######## alu_op_sequencer ########
**alu_op_sequencer: register map, names as in the netlist**

The bar under the picture is 20 um long.
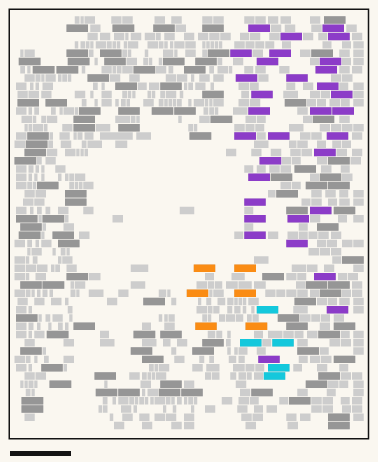

[src/rtl/alu_ops_pkg.sv]
// Shared opcode encoding, FSM state type and default latencies for the ALU operand sequencer.
package alu_ops_pkg;

  typedef enum logic [4:0] {
    OP_AND  = 5'd0,
    OP_OR   = 5'd1,
    OP_NOT  = 5'd2,
    OP_ADD  = 5'd3,
    OP_SUB  = 5'd4,
    OP_MUL  = 5'd5,
    OP_DIV  = 5'd6,
    OP_SHL  = 5'd7,
    OP_SHR  = 5'd8,
    OP_SHRA = 5'd9,
    OP_ROL  = 5'd10,
    OP_ROR  = 5'd11,
    OP_NEG  = 5'd12
  } alu_op_e;

  localparam logic [4:0] OP_LAST = 5'd12;

  localparam int DEF_DATA_W     = 32;
  localparam int DEF_DIV_CYCLES = 33;
  localparam int DEF_OP_CYCLES  = 1;

  typedef enum logic [1:0] {
    ST_IDLE,
    ST_BUSY,
    ST_RESP
  } seq_state_t;

  function automatic logic op_legal(input logic [4:0] op);
    return op <= OP_LAST;
  endfunction

  // MUL and DIV produce a meaningful upper half; everything else is a DATA_W result.
  function automatic logic op_wide(input logic [4:0] op);
    return (op == 5'(OP_MUL)) || (op == 5'(OP_DIV));
  endfunction

endpackage

[src/rtl/alu_lat_counter.sv]
// Latency down-counter: loads L-1 on issue, decrements while enabled, saturates at zero.
module alu_lat_counter #(
  parameter int CNT_W = 6
) (
  input  logic             clk,
  input  logic             clear,
  input  logic             load,
  input  logic [CNT_W-1:0] load_val,
  input  logic             dec,
  output logic             zero
);

  logic [CNT_W-1:0] count;

  always_ff @(posedge clk) begin
    if (clear) begin
      count <= '0;
    end else if (load) begin
      count <= load_val;
    end else if (dec && (count != '0)) begin
      count <= count - 1'b1;
    end
  end

  assign zero = (count == '0);

endmodule

[src/rtl/alu_op_sequencer.sv]
// Issues one opcode/operand set to the ALU, waits its latency, returns the 64-bit result.
// Optional flag_z/flag_n outputs are built when ALU_SEQ_FLAGS_EN is defined.
module alu_op_sequencer
  import alu_ops_pkg::*;
#(
  parameter int DATA_W     = DEF_DATA_W,
  parameter int DIV_CYCLES = DEF_DIV_CYCLES,
  parameter int OP_CYCLES  = DEF_OP_CYCLES
) (
  input  logic                clk,
  input  logic                clear,
  input  logic                req_valid,
  output logic                req_ready,
  input  logic [4:0]          req_op,
  input  logic [DATA_W-1:0]   req_a,
  input  logic [DATA_W-1:0]   req_b,
  output logic [4:0]          alu_signal,
  output logic [DATA_W-1:0]   alu_a,
  output logic [DATA_W-1:0]   alu_b,
  input  logic [2*DATA_W-1:0] alu_result,
  output logic                rsp_valid,
  input  logic                rsp_ready,
  output logic                rsp_err,
`ifdef ALU_SEQ_FLAGS_EN
  output logic                flag_z,
  output logic                flag_n,
`endif
  output logic [DATA_W-1:0]   z_hi,
  output logic [DATA_W-1:0]   z_lo
);

  localparam int MAX_LAT = (DIV_CYCLES > OP_CYCLES) ? DIV_CYCLES : OP_CYCLES;
  localparam int CNT_W   = $clog2(MAX_LAT + 1);
  localparam logic [CNT_W-1:0] DIV_LOAD = CNT_W'(DIV_CYCLES - 1);
  localparam logic [CNT_W-1:0] OP_LOAD  = CNT_W'(OP_CYCLES - 1);

  seq_state_t       state;
  logic             cnt_load;
  logic             cnt_zero;
  logic [CNT_W-1:0] cnt_init;

  assign req_ready = (state == ST_IDLE) && !clear;
  assign cnt_load  = req_valid && req_ready && op_legal(req_op);
  assign cnt_init  = (req_op == 5'(OP_DIV)) ? DIV_LOAD : OP_LOAD;

  alu_lat_counter #(
    .CNT_W (CNT_W)
  ) u_lat (
    .clk      (clk),
    .clear    (clear),
    .load     (cnt_load),
    .load_val (cnt_init),
    .dec      (state == ST_BUSY),
    .zero     (cnt_zero)
  );

`ifdef ALU_SEQ_FLAGS_EN
  function automatic logic zero_flag(input logic [4:0] op, input logic [2*DATA_W-1:0] res);
    return op_wide(op) ? (res == '0) : (res[DATA_W-1:0] == '0);
  endfunction
`endif

  always_ff @(posedge clk) begin
    if (clear) begin
      state      <= ST_IDLE;
      alu_signal <= '0;
      alu_a      <= '0;
      alu_b      <= '0;
      z_hi       <= '0;
      z_lo       <= '0;
      rsp_valid  <= 1'b0;
      rsp_err    <= 1'b0;
`ifdef ALU_SEQ_FLAGS_EN
      flag_z     <= 1'b0;
      flag_n     <= 1'b0;
`endif
    end else begin
      case (state)
        ST_IDLE: begin
          if (req_valid) begin
            if (op_legal(req_op)) begin
              alu_signal <= req_op;
              alu_a      <= req_a;
              alu_b      <= req_b;
              state      <= ST_BUSY;
            end else begin
              // Illegal opcode: ALU inputs and Z keep their previous values.
              rsp_err   <= 1'b1;
              rsp_valid <= 1'b1;
              state     <= ST_RESP;
            end
          end
        end
        ST_BUSY: begin
          if (cnt_zero) begin
            z_hi      <= alu_result[2*DATA_W-1:DATA_W];
            z_lo      <= alu_result[DATA_W-1:0];
            rsp_err   <= 1'b0;
            rsp_valid <= 1'b1;
            state     <= ST_RESP;
`ifdef ALU_SEQ_FLAGS_EN
            flag_z    <= zero_flag(alu_signal, alu_result);
            flag_n    <= alu_result[DATA_W-1];
`endif
          end
        end
        ST_RESP: begin
          if (rsp_ready) begin
            rsp_valid <= 1'b0;
            state     <= ST_IDLE;
          end
        end
        default: state <= ST_IDLE;
      endcase
    end
  end

endmodule

[config.mk]
export PLATFORM = sky130hd
export DESIGN_NAME = alu_op_sequencer
export DESIGN_NICKNAME = d
export VERILOG_FILES = /design/src/rtl/alu_ops_pkg.sv /design/src/rtl/alu_lat_counter.sv /design/src/rtl/alu_op_sequencer.sv
export SDC_FILE = /design/constraint.sdc
export NUM_CORES = 1
export LEC_CHECK = 0
export CORE_ASPECT_RATIO = 1.2
export CORE_UTILIZATION = 30
export CTS_BUF_LIST = sky130_fd_sc_hd__clkbuf_8
export DETAILED_ROUTE_END_ITERATION = 6
export HOLD_SLACK_MARGIN = 0.12
export PLACE_DENSITY = 0.69
export SLEW_MARGIN = 15
export SYNTH_ARGS = -nofsm -noshare
export SYNTH_HDL_FRONTEND = slang
export SYNTH_SLANG_ARGS = --single-unit
[constraint.sdc]
create_clock -name clk -period 4.8 [get_ports clk]
set_clock_uncertainty 0.15 [all_clocks]
set_input_delay 0.96 -clock clk [delete_from_list [all_inputs] [get_ports clk]]
set_output_delay 0.96 -clock clk [all_outputs]
set_load 0.01 [all_outputs]
######## ship_hit_tracker_flat ########
`src/rtl/ship_hit_tracker_if.sv`:
```
// +----------------------------------------------------------------------------+
// | ship_hit_tracker_if : config / hit / read bundle for ship_hit_tracker       |
// | Rev 1.0                                                                    |
// +----------------------------------------------------------------------------+
`default_nettype none

interface ship_hit_tracker_if #(
  parameter int NUM_SHIPS = 12,
  parameter int IDX_W     = 4,
  parameter int CNT_W     = 3
);
  logic                       clear;
  logic                       cfg_we;
  logic [IDX_W-1:0]           cfg_idx;
  logic [CNT_W-1:0]           cfg_len;
  logic                       hit_we;
  logic [IDX_W-1:0]           hit_idx;
  logic [IDX_W-1:0]           rd_idx;
  logic [CNT_W-1:0]           rd_count;
  logic [CNT_W-1:0]           rd_len;
  logic                       rd_sunk;
  logic [NUM_SHIPS*CNT_W-1:0] hit_counts;
  logic [NUM_SHIPS-1:0]       sunk_vec;
  logic                       sunk_pulse;
  logic [IDX_W-1:0]           sunk_idx;
  logic                       hit_err;
  logic                       all_sunk;
  logic [IDX_W:0]             ships_left;

  modport master (
    output clear, cfg_we, cfg_idx, cfg_len, hit_we, hit_idx, rd_idx,
    input  rd_count, rd_len, rd_sunk, hit_counts, sunk_vec, sunk_pulse,
           sunk_idx, hit_err, all_sunk, ships_left
  );

  modport slave (
    input  clear, cfg_we, cfg_idx, cfg_len, hit_we, hit_idx, rd_idx,
    output rd_count, rd_len, rd_sunk, hit_counts, sunk_vec, sunk_pulse,
           sunk_idx, hit_err, all_sunk, ships_left
  );
endinterface

`default_nettype wire

```
`src/rtl/ship_hit_tracker.sv`:
```
// +----------------------------------------------------------------------------+
// | ship_hit_tracker : per-ship length / saturating hit count / sunk tracking   |
// | Rev 1.0                                                                    |
// +----------------------------------------------------------------------------+
`default_nettype none

module ship_hit_tracker #(
  parameter int NUM_SHIPS = 12,
  parameter int IDX_W     = 4,
  parameter int CNT_W     = 3
) (
  input  logic              clk,
  input  logic              rst_n,
  ship_hit_tracker_if.slave bus
);

  logic [CNT_W-1:0]     len_q [NUM_SHIPS];
  logic [CNT_W-1:0]     len_d [NUM_SHIPS];
  logic [CNT_W-1:0]     cnt_q [NUM_SHIPS];
  logic [CNT_W-1:0]     cnt_d [NUM_SHIPS];
  logic [NUM_SHIPS-1:0] sunk_q, sunk_d;
  logic                 sunk_pulse_q, sunk_pulse_d;
  logic [IDX_W-1:0]     sunk_idx_q, sunk_idx_d;
  logic                 hit_err_q, hit_err_d;
  logic [CNT_W-1:0]     rd_count_q, rd_count_d;
  logic [CNT_W-1:0]     rd_len_q, rd_len_d;
  logic                 rd_sunk_q, rd_sunk_d;
  logic [IDX_W:0]       ships_left;
  logic                 any_used;

  always_comb begin
    len_d        = len_q;
    cnt_d        = cnt_q;
    sunk_d       = sunk_q;
    sunk_pulse_d = 1'b0;
    hit_err_d    = 1'b0;
    sunk_idx_d   = sunk_idx_q;

    if (bus.clear) begin
      for (int i = 0; i < NUM_SHIPS; i++) begin
        cnt_d[i] = '0;
      end
      sunk_d = '0;
    end else begin
      for (int i = 0; i < NUM_SHIPS; i++) begin
        if (bus.cfg_we && bus.cfg_idx == IDX_W'(i)) begin
          len_d[i]  = bus.cfg_len;
          cnt_d[i]  = '0;
          sunk_d[i] = 1'b0;
        end
      end
      // Assume rejection; only a matching live, in-range slot clears the error.
      if (bus.hit_we) begin
        hit_err_d = 1'b1;
        if (!(bus.cfg_we && bus.cfg_idx == bus.hit_idx)) begin
          for (int i = 0; i < NUM_SHIPS; i++) begin
            if (bus.hit_idx == IDX_W'(i) && len_q[i] != '0 && !sunk_q[i]) begin
              hit_err_d = 1'b0;
              cnt_d[i]  = cnt_q[i] + CNT_W'(1);
              if (cnt_q[i] + CNT_W'(1) == len_q[i]) begin
                sunk_d[i]    = 1'b1;
                sunk_pulse_d = 1'b1;
                sunk_idx_d   = bus.hit_idx;
              end
            end
          end
        end
      end
    end

    // Read port returns the state as it will be after this edge.
    rd_count_d = '0;
    rd_len_d   = '0;
    rd_sunk_d  = 1'b0;
    for (int i = 0; i < NUM_SHIPS; i++) begin
      if (bus.rd_idx == IDX_W'(i)) begin
        rd_count_d = cnt_d[i];
        rd_len_d   = len_d[i];
        rd_sunk_d  = sunk_d[i];
      end
    end
  end

  always_ff @(posedge clk or negedge rst_n) begin
    if (!rst_n) begin
      for (int i = 0; i < NUM_SHIPS; i++) begin
        len_q[i] <= '0;
        cnt_q[i] <= '0;
      end
      sunk_q       <= '0;
      sunk_pulse_q <= 1'b0;
      sunk_idx_q   <= '0;
      hit_err_q    <= 1'b0;
      rd_count_q   <= '0;
      rd_len_q     <= '0;
      rd_sunk_q    <= 1'b0;
    end else begin
      len_q        <= len_d;
      cnt_q        <= cnt_d;
      sunk_q       <= sunk_d;
      sunk_pulse_q <= sunk_pulse_d;
      sunk_idx_q   <= sunk_idx_d;
      hit_err_q    <= hit_err_d;
      rd_count_q   <= rd_count_d;
      rd_len_q     <= rd_len_d;
      rd_sunk_q    <= rd_sunk_d;
    end
  end

  always_comb begin
    ships_left = '0;
    any_used   = 1'b0;
    for (int i = 0; i < NUM_SHIPS; i++) begin
      if (len_q[i] != '0) begin
        any_used = 1'b1;
        if (!sunk_q[i]) begin
          ships_left = ships_left + (IDX_W+1)'(1);
        end
      end
    end
  end

  for (genvar g = 0; g < NUM_SHIPS; g++) begin : g_slot
    assign bus.hit_counts[g*CNT_W +: CNT_W] = cnt_q[g];
  end

  assign bus.sunk_vec   = sunk_q;
  assign bus.sunk_pulse = sunk_pulse_q;
  assign bus.sunk_idx   = sunk_idx_q;
  assign bus.hit_err    = hit_err_q;
  assign bus.rd_count   = rd_count_q;
  assign bus.rd_len     = rd_len_q;
  assign bus.rd_sunk    = rd_sunk_q;
  assign bus.ships_left = ships_left;
  assign bus.all_sunk   = any_used && (ships_left == '0);

endmodule

`default_nettype wire
```
`src/flat_wrapper.sv`:
```
// flat-port wrapper written by rule: the top's interface ports become plain ports
module ship_hit_tracker_flat 
#(
  parameter int NUM_SHIPS = 12,
  parameter int IDX_W     = 4,
  parameter int CNT_W     = 3
)
  (clk, rst_n, bus_clear, bus_cfg_we, bus_cfg_idx, bus_cfg_len, bus_hit_we, bus_hit_idx, bus_rd_idx, bus_rd_count, bus_rd_len, bus_rd_sunk, bus_hit_counts, bus_sunk_vec, bus_sunk_pulse, bus_sunk_idx, bus_hit_err, bus_all_sunk, bus_ships_left);
  ship_hit_tracker_if #(.NUM_SHIPS(NUM_SHIPS), .IDX_W(IDX_W), .CNT_W(CNT_W)) bus_i ();
  input  logic clk;
  input  logic rst_n;
  input wire logic [$bits(bus_i.clear)-1:0] bus_clear;
  input wire logic [$bits(bus_i.cfg_we)-1:0] bus_cfg_we;
  input wire logic [$bits(bus_i.cfg_idx)-1:0] bus_cfg_idx;
  input wire logic [$bits(bus_i.cfg_len)-1:0] bus_cfg_len;
  input wire logic [$bits(bus_i.hit_we)-1:0] bus_hit_we;
  input wire logic [$bits(bus_i.hit_idx)-1:0] bus_hit_idx;
  input wire logic [$bits(bus_i.rd_idx)-1:0] bus_rd_idx;
  output wire logic [$bits(bus_i.rd_count)-1:0] bus_rd_count;
  output wire logic [$bits(bus_i.rd_len)-1:0] bus_rd_len;
  output wire logic [$bits(bus_i.rd_sunk)-1:0] bus_rd_sunk;
  output wire logic [$bits(bus_i.hit_counts)-1:0] bus_hit_counts;
  output wire logic [$bits(bus_i.sunk_vec)-1:0] bus_sunk_vec;
  output wire logic [$bits(bus_i.sunk_pulse)-1:0] bus_sunk_pulse;
  output wire logic [$bits(bus_i.sunk_idx)-1:0] bus_sunk_idx;
  output wire logic [$bits(bus_i.hit_err)-1:0] bus_hit_err;
  output wire logic [$bits(bus_i.all_sunk)-1:0] bus_all_sunk;
  output wire logic [$bits(bus_i.ships_left)-1:0] bus_ships_left;
  assign bus_i.clear = bus_clear;
  assign bus_i.cfg_we = bus_cfg_we;
  assign bus_i.cfg_idx = bus_cfg_idx;
  assign bus_i.cfg_len = bus_cfg_len;
  assign bus_i.hit_we = bus_hit_we;
  assign bus_i.hit_idx = bus_hit_idx;
  assign bus_i.rd_idx = bus_rd_idx;
  assign bus_rd_count = bus_i.rd_count;
  assign bus_rd_len = bus_i.rd_len;
  assign bus_rd_sunk = bus_i.rd_sunk;
  assign bus_hit_counts = bus_i.hit_counts;
  assign bus_sunk_vec = bus_i.sunk_vec;
  assign bus_sunk_pulse = bus_i.sunk_pulse;
  assign bus_sunk_idx = bus_i.sunk_idx;
  assign bus_hit_err = bus_i.hit_err;
  assign bus_all_sunk = bus_i.all_sunk;
  assign bus_ships_left = bus_i.ships_left;
  ship_hit_tracker #(.NUM_SHIPS(NUM_SHIPS), .IDX_W(IDX_W), .CNT_W(CNT_W)) u_core (.clk(clk), .rst_n(rst_n), .bus(bus_i));
endmodule
```
`config.mk`:
```
export PLATFORM = sky130hd
export DESIGN_NAME = ship_hit_tracker_flat
export DESIGN_NICKNAME = d
export VERILOG_FILES = /design/src/rtl/ship_hit_tracker_if.sv /design/src/rtl/ship_hit_tracker.sv /design/src/flat_wrapper.sv
export SDC_FILE = /design/constraint.sdc
export NUM_CORES = 1
export LEC_CHECK = 0
export ABC_AREA = 1
export CELL_PAD_IN_SITES_DETAIL_PLACEMENT = 2
export CELL_PAD_IN_SITES_GLOBAL_PLACEMENT = 2
export CORE_UTILIZATION = 34
export CTS_BUF_LIST = sky130_fd_sc_hd__clkbuf_16
export DETAILED_ROUTE_END_ITERATION = 8
export GPL_TIMING_DRIVEN = 1
export HOLD_SLACK_MARGIN = 0.05
export PLACE_DENSITY = 0.95
export REMOVE_ABC_BUFFERS = 1
export SYNTH_ARGS = -nofsm -noshare
export SYNTH_HDL_FRONTEND = slang
export SYNTH_SLANG_ARGS = --single-unit
export TNS_END_PERCENT = 10
```
`constraint.sdc`:
```
create_clock -name clk -period 12.6 [get_ports clk]
set_clock_uncertainty 0.15 [all_clocks]
set_input_delay 3.15 -clock clk [delete_from_list [all_inputs] [get_ports clk]]
set_output_delay 3.15 -clock clk [all_outputs]
set_load 0.05 [all_outputs]
```
######## req_encoder_4to2 ########
--- src/rtl/req_encoder_4to2.sv ---
// Registered 4-to-2 encoder for active-low request lines, with a valid/ready grant handshake.
// Define REQ_ENCODER_ROUND_ROBIN_EN for round-robin selection; the default is highest-index priority.
module req_encoder_4to2 #(
  parameter int SYNC_STAGES = 2
) (
  input  logic       clk,
  input  logic       rst,
  input  logic [3:0] req_n,
  input  logic       en_n,
  output logic [1:0] code_out,
  output logic       valid,
  input  logic       ready,
  output logic [3:0] pending,
  output logic       overflow
);

  typedef enum logic {IDLE, GRANT} state_t;

  state_t                 state, state_next;
  logic [3:0]             req_sync [SYNC_STAGES];
  logic [SYNC_STAGES-1:0] en_sync;
  logic [3:0]             req_prev;
  logic                   en_on;
  logic [3:0]             capture;
  logic [3:0]             clear;
  logic                   accept;
  logic                   load_code;
  logic [1:0]             sel;

  // Synchronizer and previous-sample flops idle high so a line held low
  // through reset still produces exactly one edge once reset is released.
  always_ff @(posedge clk) begin
    if (rst) begin
      for (int s = 0; s < SYNC_STAGES; s++) req_sync[s] <= '1;
      en_sync  <= '1;
      req_prev <= '1;
    end else begin
      // NOTE: sequential state uses non-blocking assignments so every flop samples pre-edge values.
      req_sync[0] <= req_n;
      for (int s = 1; s < SYNC_STAGES; s++) req_sync[s] <= req_sync[s-1];
      en_sync  <= {en_sync[SYNC_STAGES-2:0], en_n};
      req_prev <= req_sync[SYNC_STAGES-1];
    end
  end

  assign en_on   = ~en_sync[SYNC_STAGES-1];
  assign capture = en_on ? (req_prev & ~req_sync[SYNC_STAGES-1]) : 4'b0000;
  assign accept  = (state == GRANT) && ready;
  assign clear   = accept ? (4'b0001 << code_out) : 4'b0000;
  assign valid   = (state == GRANT);

`ifdef REQ_ENCODER_ROUND_ROBIN_EN
  logic [1:0] last_grant;
  logic [1:0] rr_idx;
  logic       found;

  always_ff @(posedge clk) begin
    if (rst)         last_grant <= 2'd3;
    else if (accept) last_grant <= code_out;
  end

  // Search starts one past the last accepted index and wraps.
  always_comb begin
    sel    = 2'd0;
    found  = 1'b0;
    rr_idx = 2'd0;
    for (int k = 0; k < 4; k++) begin
      rr_idx = last_grant + 2'(k + 1);
      if (!found && pending[rr_idx]) begin
        sel   = rr_idx;
        found = 1'b1;
      end
    end
  end
`else
  // Later (higher) indices overwrite earlier ones, so the highest pending bit wins.
  always_comb begin
    sel = 2'd0;
    for (int i = 0; i < 4; i++) begin
      if (pending[i]) sel = 2'(i);
    end
  end
`endif

  always_comb begin
    // NOTE: every output of a combinational block gets a default first so no latch is inferred.
    state_next = state;
    load_code  = 1'b0;
    case (state)
      IDLE: begin
        if ((pending != 4'b0000) && en_on) begin
          state_next = GRANT;
          load_code  = 1'b1;
        end
      end
      GRANT: begin
        if (ready) state_next = IDLE;
      end
      default: state_next = IDLE;
    endcase
  end

  // A new edge on a bit being cleared this cycle keeps it pending; an edge on a
  // bit that stays pending is a lost request.
  always_ff @(posedge clk) begin
    if (rst) begin
      state    <= IDLE;
      code_out <= 2'd0;
      pending  <= 4'b0000;
      overflow <= 1'b0;
    end else begin
      state    <= state_next;
      if (load_code) code_out <= sel;
      pending  <= (pending & ~clear) | capture;
      if ((capture & pending & ~clear) != 4'b0000) overflow <= 1'b1;
    end
  end

endmodule
--- config.mk ---
export PLATFORM = sky130hd
export DESIGN_NAME = req_encoder_4to2
export DESIGN_NICKNAME = d
export VERILOG_FILES = /design/src/rtl/req_encoder_4to2.sv
export SDC_FILE = /design/constraint.sdc
export NUM_CORES = 1
export LEC_CHECK = 0
export ABC_CLOCK_PERIOD_IN_PS = 2600
export CAP_MARGIN = 20
export CORE_MARGIN = 2
export CORE_UTILIZATION = 50
export DETAILED_ROUTE_END_ITERATION = 12
export GPL_ROUTABILITY_DRIVEN = 0
export PLACE_DENSITY = 0.8
export SYNTH_ARGS = -nofsm -noshare
export SYNTH_HDL_FRONTEND = slang
export SYNTH_SLANG_ARGS = --single-unit
--- constraint.sdc ---
create_clock -name clk -period 2.6 [get_ports clk]
set_input_delay 0.26 -clock clk [delete_from_list [all_inputs] [get_ports clk]]
set_output_delay 0.26 -clock clk [all_outputs]
set_load 0.005 [all_outputs]
**req_encoder_4to2: wiring by layer**

The bar under the picture is 10 um long.
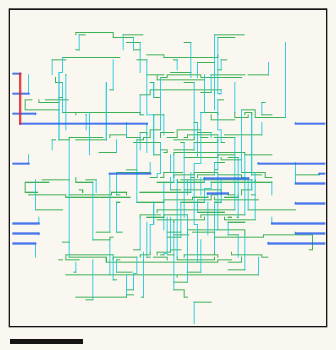
green -> M1  # wire length 594 um
cyan -> M2  # wire length 497 um
blue -> M3  # wire length 89.5 um
red -> M4  # wire length 6.80 um
DR WL/cell: 11.2 um
routed vias: 549

**req_encoder_4to2: gate families picked out**

The bar under the picture is 10 um long.
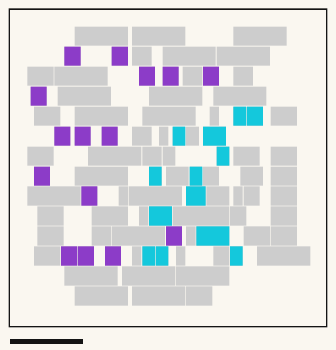
purple -> and/or cells  # cells 15, most used or2_2
cyan -> aoi and oai cells  # cells 13, most used a21oi_1

==> GITHUB_STEP_SUMMARY, req_encoder_4to2 <==
### Yosys + OpenROAD results

| Metric | Value |
|---|---|
| Net switching fraction of the power | `19.2%` |
| Initial DRC count | `7` |
| Post-CTS setup buffer count | `0` |
| Place WS | `1030 ps` |
| MaxCap Viol Count | `0` |
| EDFF count, synth | `0` |
| Reg2reg path depth | `3` |
| Area reported by Yosys stat | `761 um2` |
| CTS clk-pin slew, worst paths | `110 ps` |
| PortBufs | `15` |
| Top cell area share | `57.9%` |
| Initial core utilization | `51.7%` |
| Final WS setup | `1010 ps` |
| Top cells excl fill/tap | `dfxtp_1, clkdlybuf4s50_1, or2_2` |
| Final nets | `99` |
| YS warnings | `0` |
| Status | `completed` |
| Final instance area | `960 um2` |
| Psw | `0.000107 W` |
| Top cells by count | `dfxtp_1, or2_2, a21oi_1` |
| Post-synth ARST share | `0%` |
| Met2 WL | `496 um` |
| Worst path slowest cell | `clkdlybuf4s50_1` |
| Synth-to-Final Area Change | `26.2%` |
| Iteration tally of the first detailed-router pass | `4` |
| Largest regs | `req_sync x8, pending x4, req_prev x4` |
| Syn Nets | `81` |
## req_encoder_4to2: cell families (layout without fill, tap and decap cells)
kind of cell	after synthesis	in the layout	share of synthesized area [%]
AND-OR/OR-AND	13	13	11.0
buffers and inverters	3	20	1.48
flip-flops	22	22	57.9
AND/OR/NAND/NOR	35	35	29.6
## req_encoder_4to2: power by group through the flow
| stage | Clock, W | Sequential (W) | Combinational (W) |
|---|---|---|---|
| 2_1_floorplan | 0 | 0.000359 | 0.0000144 |
| 3_3_place_gp | 0 | 0.000359 | 0.0000286 |
| 3_5_place_dp | 0 | 0.000360 | 0.0000294 |
| 4_1_cts | 0.000186 | 0.000352 | 0.0000295 |
| 5_1_grt | 0.000199 | 0.000354 | 0.0000321 |
| 6_report | 0.000178 | 0.000352 | 0.0000291 |
## req_encoder_4to2: final cells by class
cell class                      instances  share of cell area (%)
Tap cell                               16                    2.09
Clock buffer                            4                    3.78
Sequential cell                        22                    45.9
Multi-Input combinational cell         48                    32.2
Timing Repair Buffer                   15                    15.6
Inverter                                1                   0.391
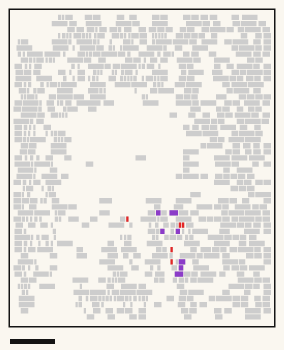
**Above:** alu_op_sequencer (gate families picked out).
The bar under the picture is 20 um long.
purple -> and/or cells  # cells 7, most used or3_1
red -> inv cells  # cells 5, most used inv_1
final std cells w/o fill: 975
combinational share of cell area: 21.8%
Top cell excl fill/tap: clkdlybuf4s50_1

**alu_op_sequencer: wiring by layer**

The bar under the picture is 20 um long.
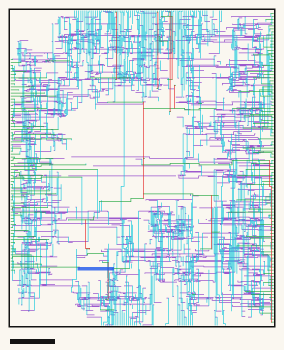
cyan -> M2  # wire length 7150 um
red -> M4  # wire length 318 um
purple -> M1  # wire length 5900 um
green -> M3  # wire length 1350 um
blue -> M5  # wire length 14.7 um

## Picture notes: 'register map, names as in the netlist' of alu_op_sequencer
orange -> u_lat.count  # flops 6
purple -> alu_b  # flops 32
cyan -> alu_signal  # flops 5, where bottom right
P_seq: 0.00126 W
Final Util: 51.4%
flip-flop and latch area: 2860 um2
flop share of the area: 35.6%

==> GITHUB_STEP_SUMMARY, alu_op_sequencer <==
### Yosys + OpenROAD results

| Metric | Value |
|---|---|
| Final nets | `893` |
| Top cells excl fill/tap | `clkdlybuf4s50_1, dfxtp_1, nand2_1` |
| Status | `completed` |
| Cts hold-fix bufs | `0` |
| OpenROAD warning count | `27` |
| Maximum clock path buffer count | `2` |
| Reg-to-reg startpoint | `state[1]$_SDFFE_PP0P_` |
| Rel. slew slack | `49.6%` |
| Die extent in x | `118 um` |
| YS warnings | `0` |
| Synth Area per Inst | `9.67 um2` |
| Clk root buf | `clkbuf_8` |
| Clk latency late pin | `430 ps` |
| Nature of the critical path endpoint | `primary output` |
| H-tree levels | `4` |
| Post-Synthesis Cells | `497` |
| Top cell area share | `59.6%` |
| CTS resizes | `0` |
| Synth Register Bits | `143` |
| Measured slew at the worst slew-check pin | `756 ps` |
| Worst Path Required | `3690 ps` |
| Critical Path, Cell by Cell | `buf_2 > nor3_1 > clkdlybuf4s50_1` |
| Diode count | `0` |
| # DRC | `0` |
| Dominant flop cell | `dfxtp_1` |
| Yosys cell count | `497` |
alu_op_sequencer: cell type report:
cell class	count	area [um2]
inverters	5	18.8
repair buffers	275	2740
fillers	1427	7610
multi-input cells	312	1750
clock buffers	17	234
flip-flops and latches	143	2860
clock inverters	15	165
well taps	208	260
alu_op_sequencer: kinds of logic (layout without fill, tap and decap cells):
kind of cell               Yosys count  after routing  synth area share, %
and+or+nand+nor                    161            161                 14.1
AOI/OAI and AO/OA                  145            145                 20.8
DFF                                143            143                 59.6
buffers and inverters               42            312                 4.29
adders and majority gates            2              2                0.520
xor gates and xnor gates             2              2                0.364
muxes                                2              2                0.416
alu_op_sequencer: power breakdown:
group          total (W)  internal (W)  switching [W]
clock network   0.000968      0.000437       0.000531
logic           0.000349      0.000215       0.000134
registers        0.00126       0.00124      0.0000287
total            0.00258       0.00189       0.000694
alu_op_sequencer: flip-flops by register name, summed over array words and instances (netlist names):
| signal | count |
|---|---|
| alu_a | 32 |
| alu_b | 32 |
| z_hi | 32 |
| z_lo | 32 |
| u_lat.count | 6 |
| alu_signal | 5 |
| state | 2 |
| rsp_err | 1 |
| rsp_valid | 1 |
**ship_hit_tracker_flat: zoomed window**

The bar under the picture is 5 um long. Region (65, 95) to (85, 115) um. Cells in gray, sequential cells in the stronger gray; small squares are vias.
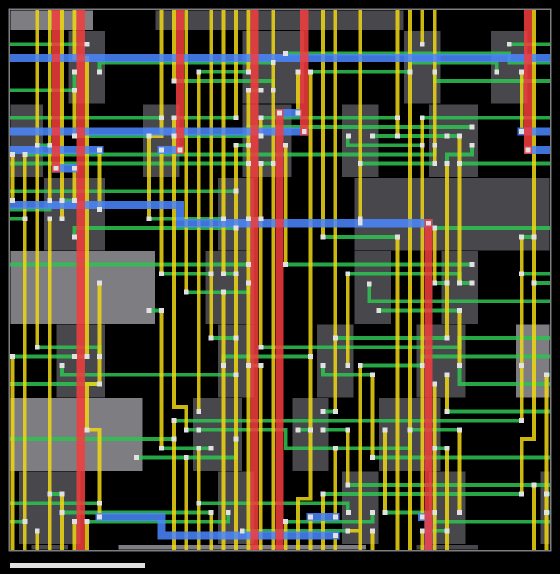
blue -> M3
green -> M1
red -> M4
yellow -> M2
most frequent = nand2_1 (12), o21ai_0 (3)
cells with their middle in the window = 28
sequential cells in the window = 2
netlist names of flops here include = u_core.len_q (2)

==> GITHUB_STEP_SUMMARY, ship_hit_tracker_flat <==
### Yosys + OpenROAD results

| Metric | Value |
|---|---|
| Status | `completed` |
| Met2 GRT Util | `58.2%` |
| WS Path Type | `flop to primary output` |
| Worst path bufs/invs | `12` |
| CTS resizes | `0` |
| Max Clk Rate | `89.8 MHz` |
| Top cells by count | `nand2_1, inv_1, dfrtp_1` |
| EDFF count, synth | `0` |
| Clock buffers | `9` |
| Fraction of layout cells with a size suffix above 1 | `8.82%` |
| OpenROAD warning count | `25` |
| Comb. pwr | `0.00128 W` |
| Kind of start point of the critical path | `flop` |
| Most numerous cell in the Yosys netlist | `nand2_1` |
| Period utilization | `88.4%` |
| Diode count | `0` |
| Placed insts | `1472` |
| Post-route ant nets | `0` |
| Synth area leader | `dfrtp_1` |
| Unique cell types | `44` |
| Synth Register Bits | `97` |
| Clk root buf | `clkbuf_16` |
| Clk pwr | `0.000281 W` |
| Final Power | `0.00194 W` |
| Clk latency late pin | `360 ps` |
| DR WL/cell | `23.6 um` |
| Post-Synthesis Cells | `1115` |
| Nature of the critical path endpoint | `primary output` |
| Core box area | `21200 um2` |
| Place WS | `1910 ps` |
| Met1 WL | `14000 um` |
| Maximum clock path buffer count | `2` |
| CTS clk-pin slew, worst paths | `80 ps` |
| Initial DRC count | `516` |
| Total CTS buffers | `9` |
| Number of global-route vias before repair | `9544` |
| Area of the die | `22400 um2` |
| Worst Path Required | `9300 ps` |
| CTS tree | `done` |
| Cts hold-fix bufs | `0` |
| Area reported by Yosys stat | `7420 um2` |
| CP top delay family | `simple AND/OR/NAND/NOR gates` |
| YS warnings | `0` |
| Rel. slew slack | `32.2%` |
## ship_hit_tracker_flat: final timing paths
check / to / slack, ps / depth (start not counted) / startpoint
hold reg to reg: u_core.bus.sunk_idx[3]$_DFFE_PN0P_ / 350 / 2 / u_core.bus.sunk_idx[3]$_DFFE_PN0P_
setup / recovery: bus_all_sunk / 1460 / 51 / u_core.len_q[33]$_DFF_PN0_
setup reg to reg: u_core.bus.sunk_idx[1]$_DFFE_PN0P_ / 8810 / 13 / u_core.len_q[20]$_DFF_PN0_
max in group asynchronous: u_core.len_q[17]$_DFF_PN0_ / 8360 / 2 / rst_n
hold / removal: u_core.bus.sunk_idx[3]$_DFFE_PN0P_ / 350 / 2 / u_core.bus.sunk_idx[3]$_DFFE_PN0P_
min in group asynchronous: u_core.bus.hit_counts[7]$_DFF_PN0_ / 2560 / 1 / rst_n
## ship_hit_tracker_flat: kinds of logic (layout without fill, tap and decap cells)
family,Yosys count,after routing,share of synthesized area [%]
AOI/OAI and AO/OA,143,143,10.8
adders and majority gates,22,22,3.71
and+or+nand+nor,630,630,39.1
xor gates and xnor gates,35,35,4.13
buffers and inverters,188,286,9.53
DFF,97,97,32.7


## Gallery

Track usage over the die.
picture 1
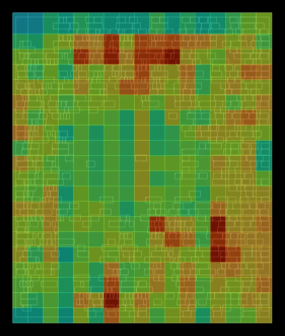
picture 2
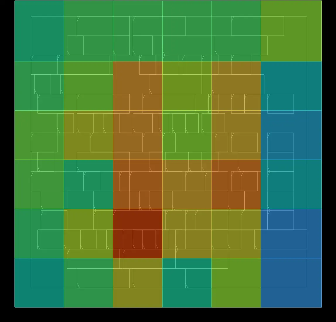
picture 3
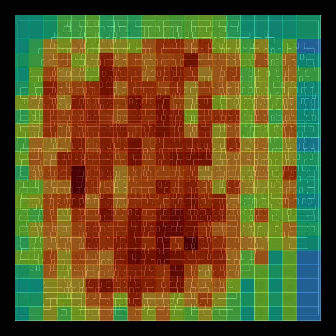
picture 3 -> ship_hit_tracker_flat
picture 1 -> alu_op_sequencer
picture 2 -> req_encoder_4to2
The one with the least wire per cell is picture 2.
The one with the highest utilization is picture 2.

Power figures rest on the tool's default switching activity, not on a simulated workload.
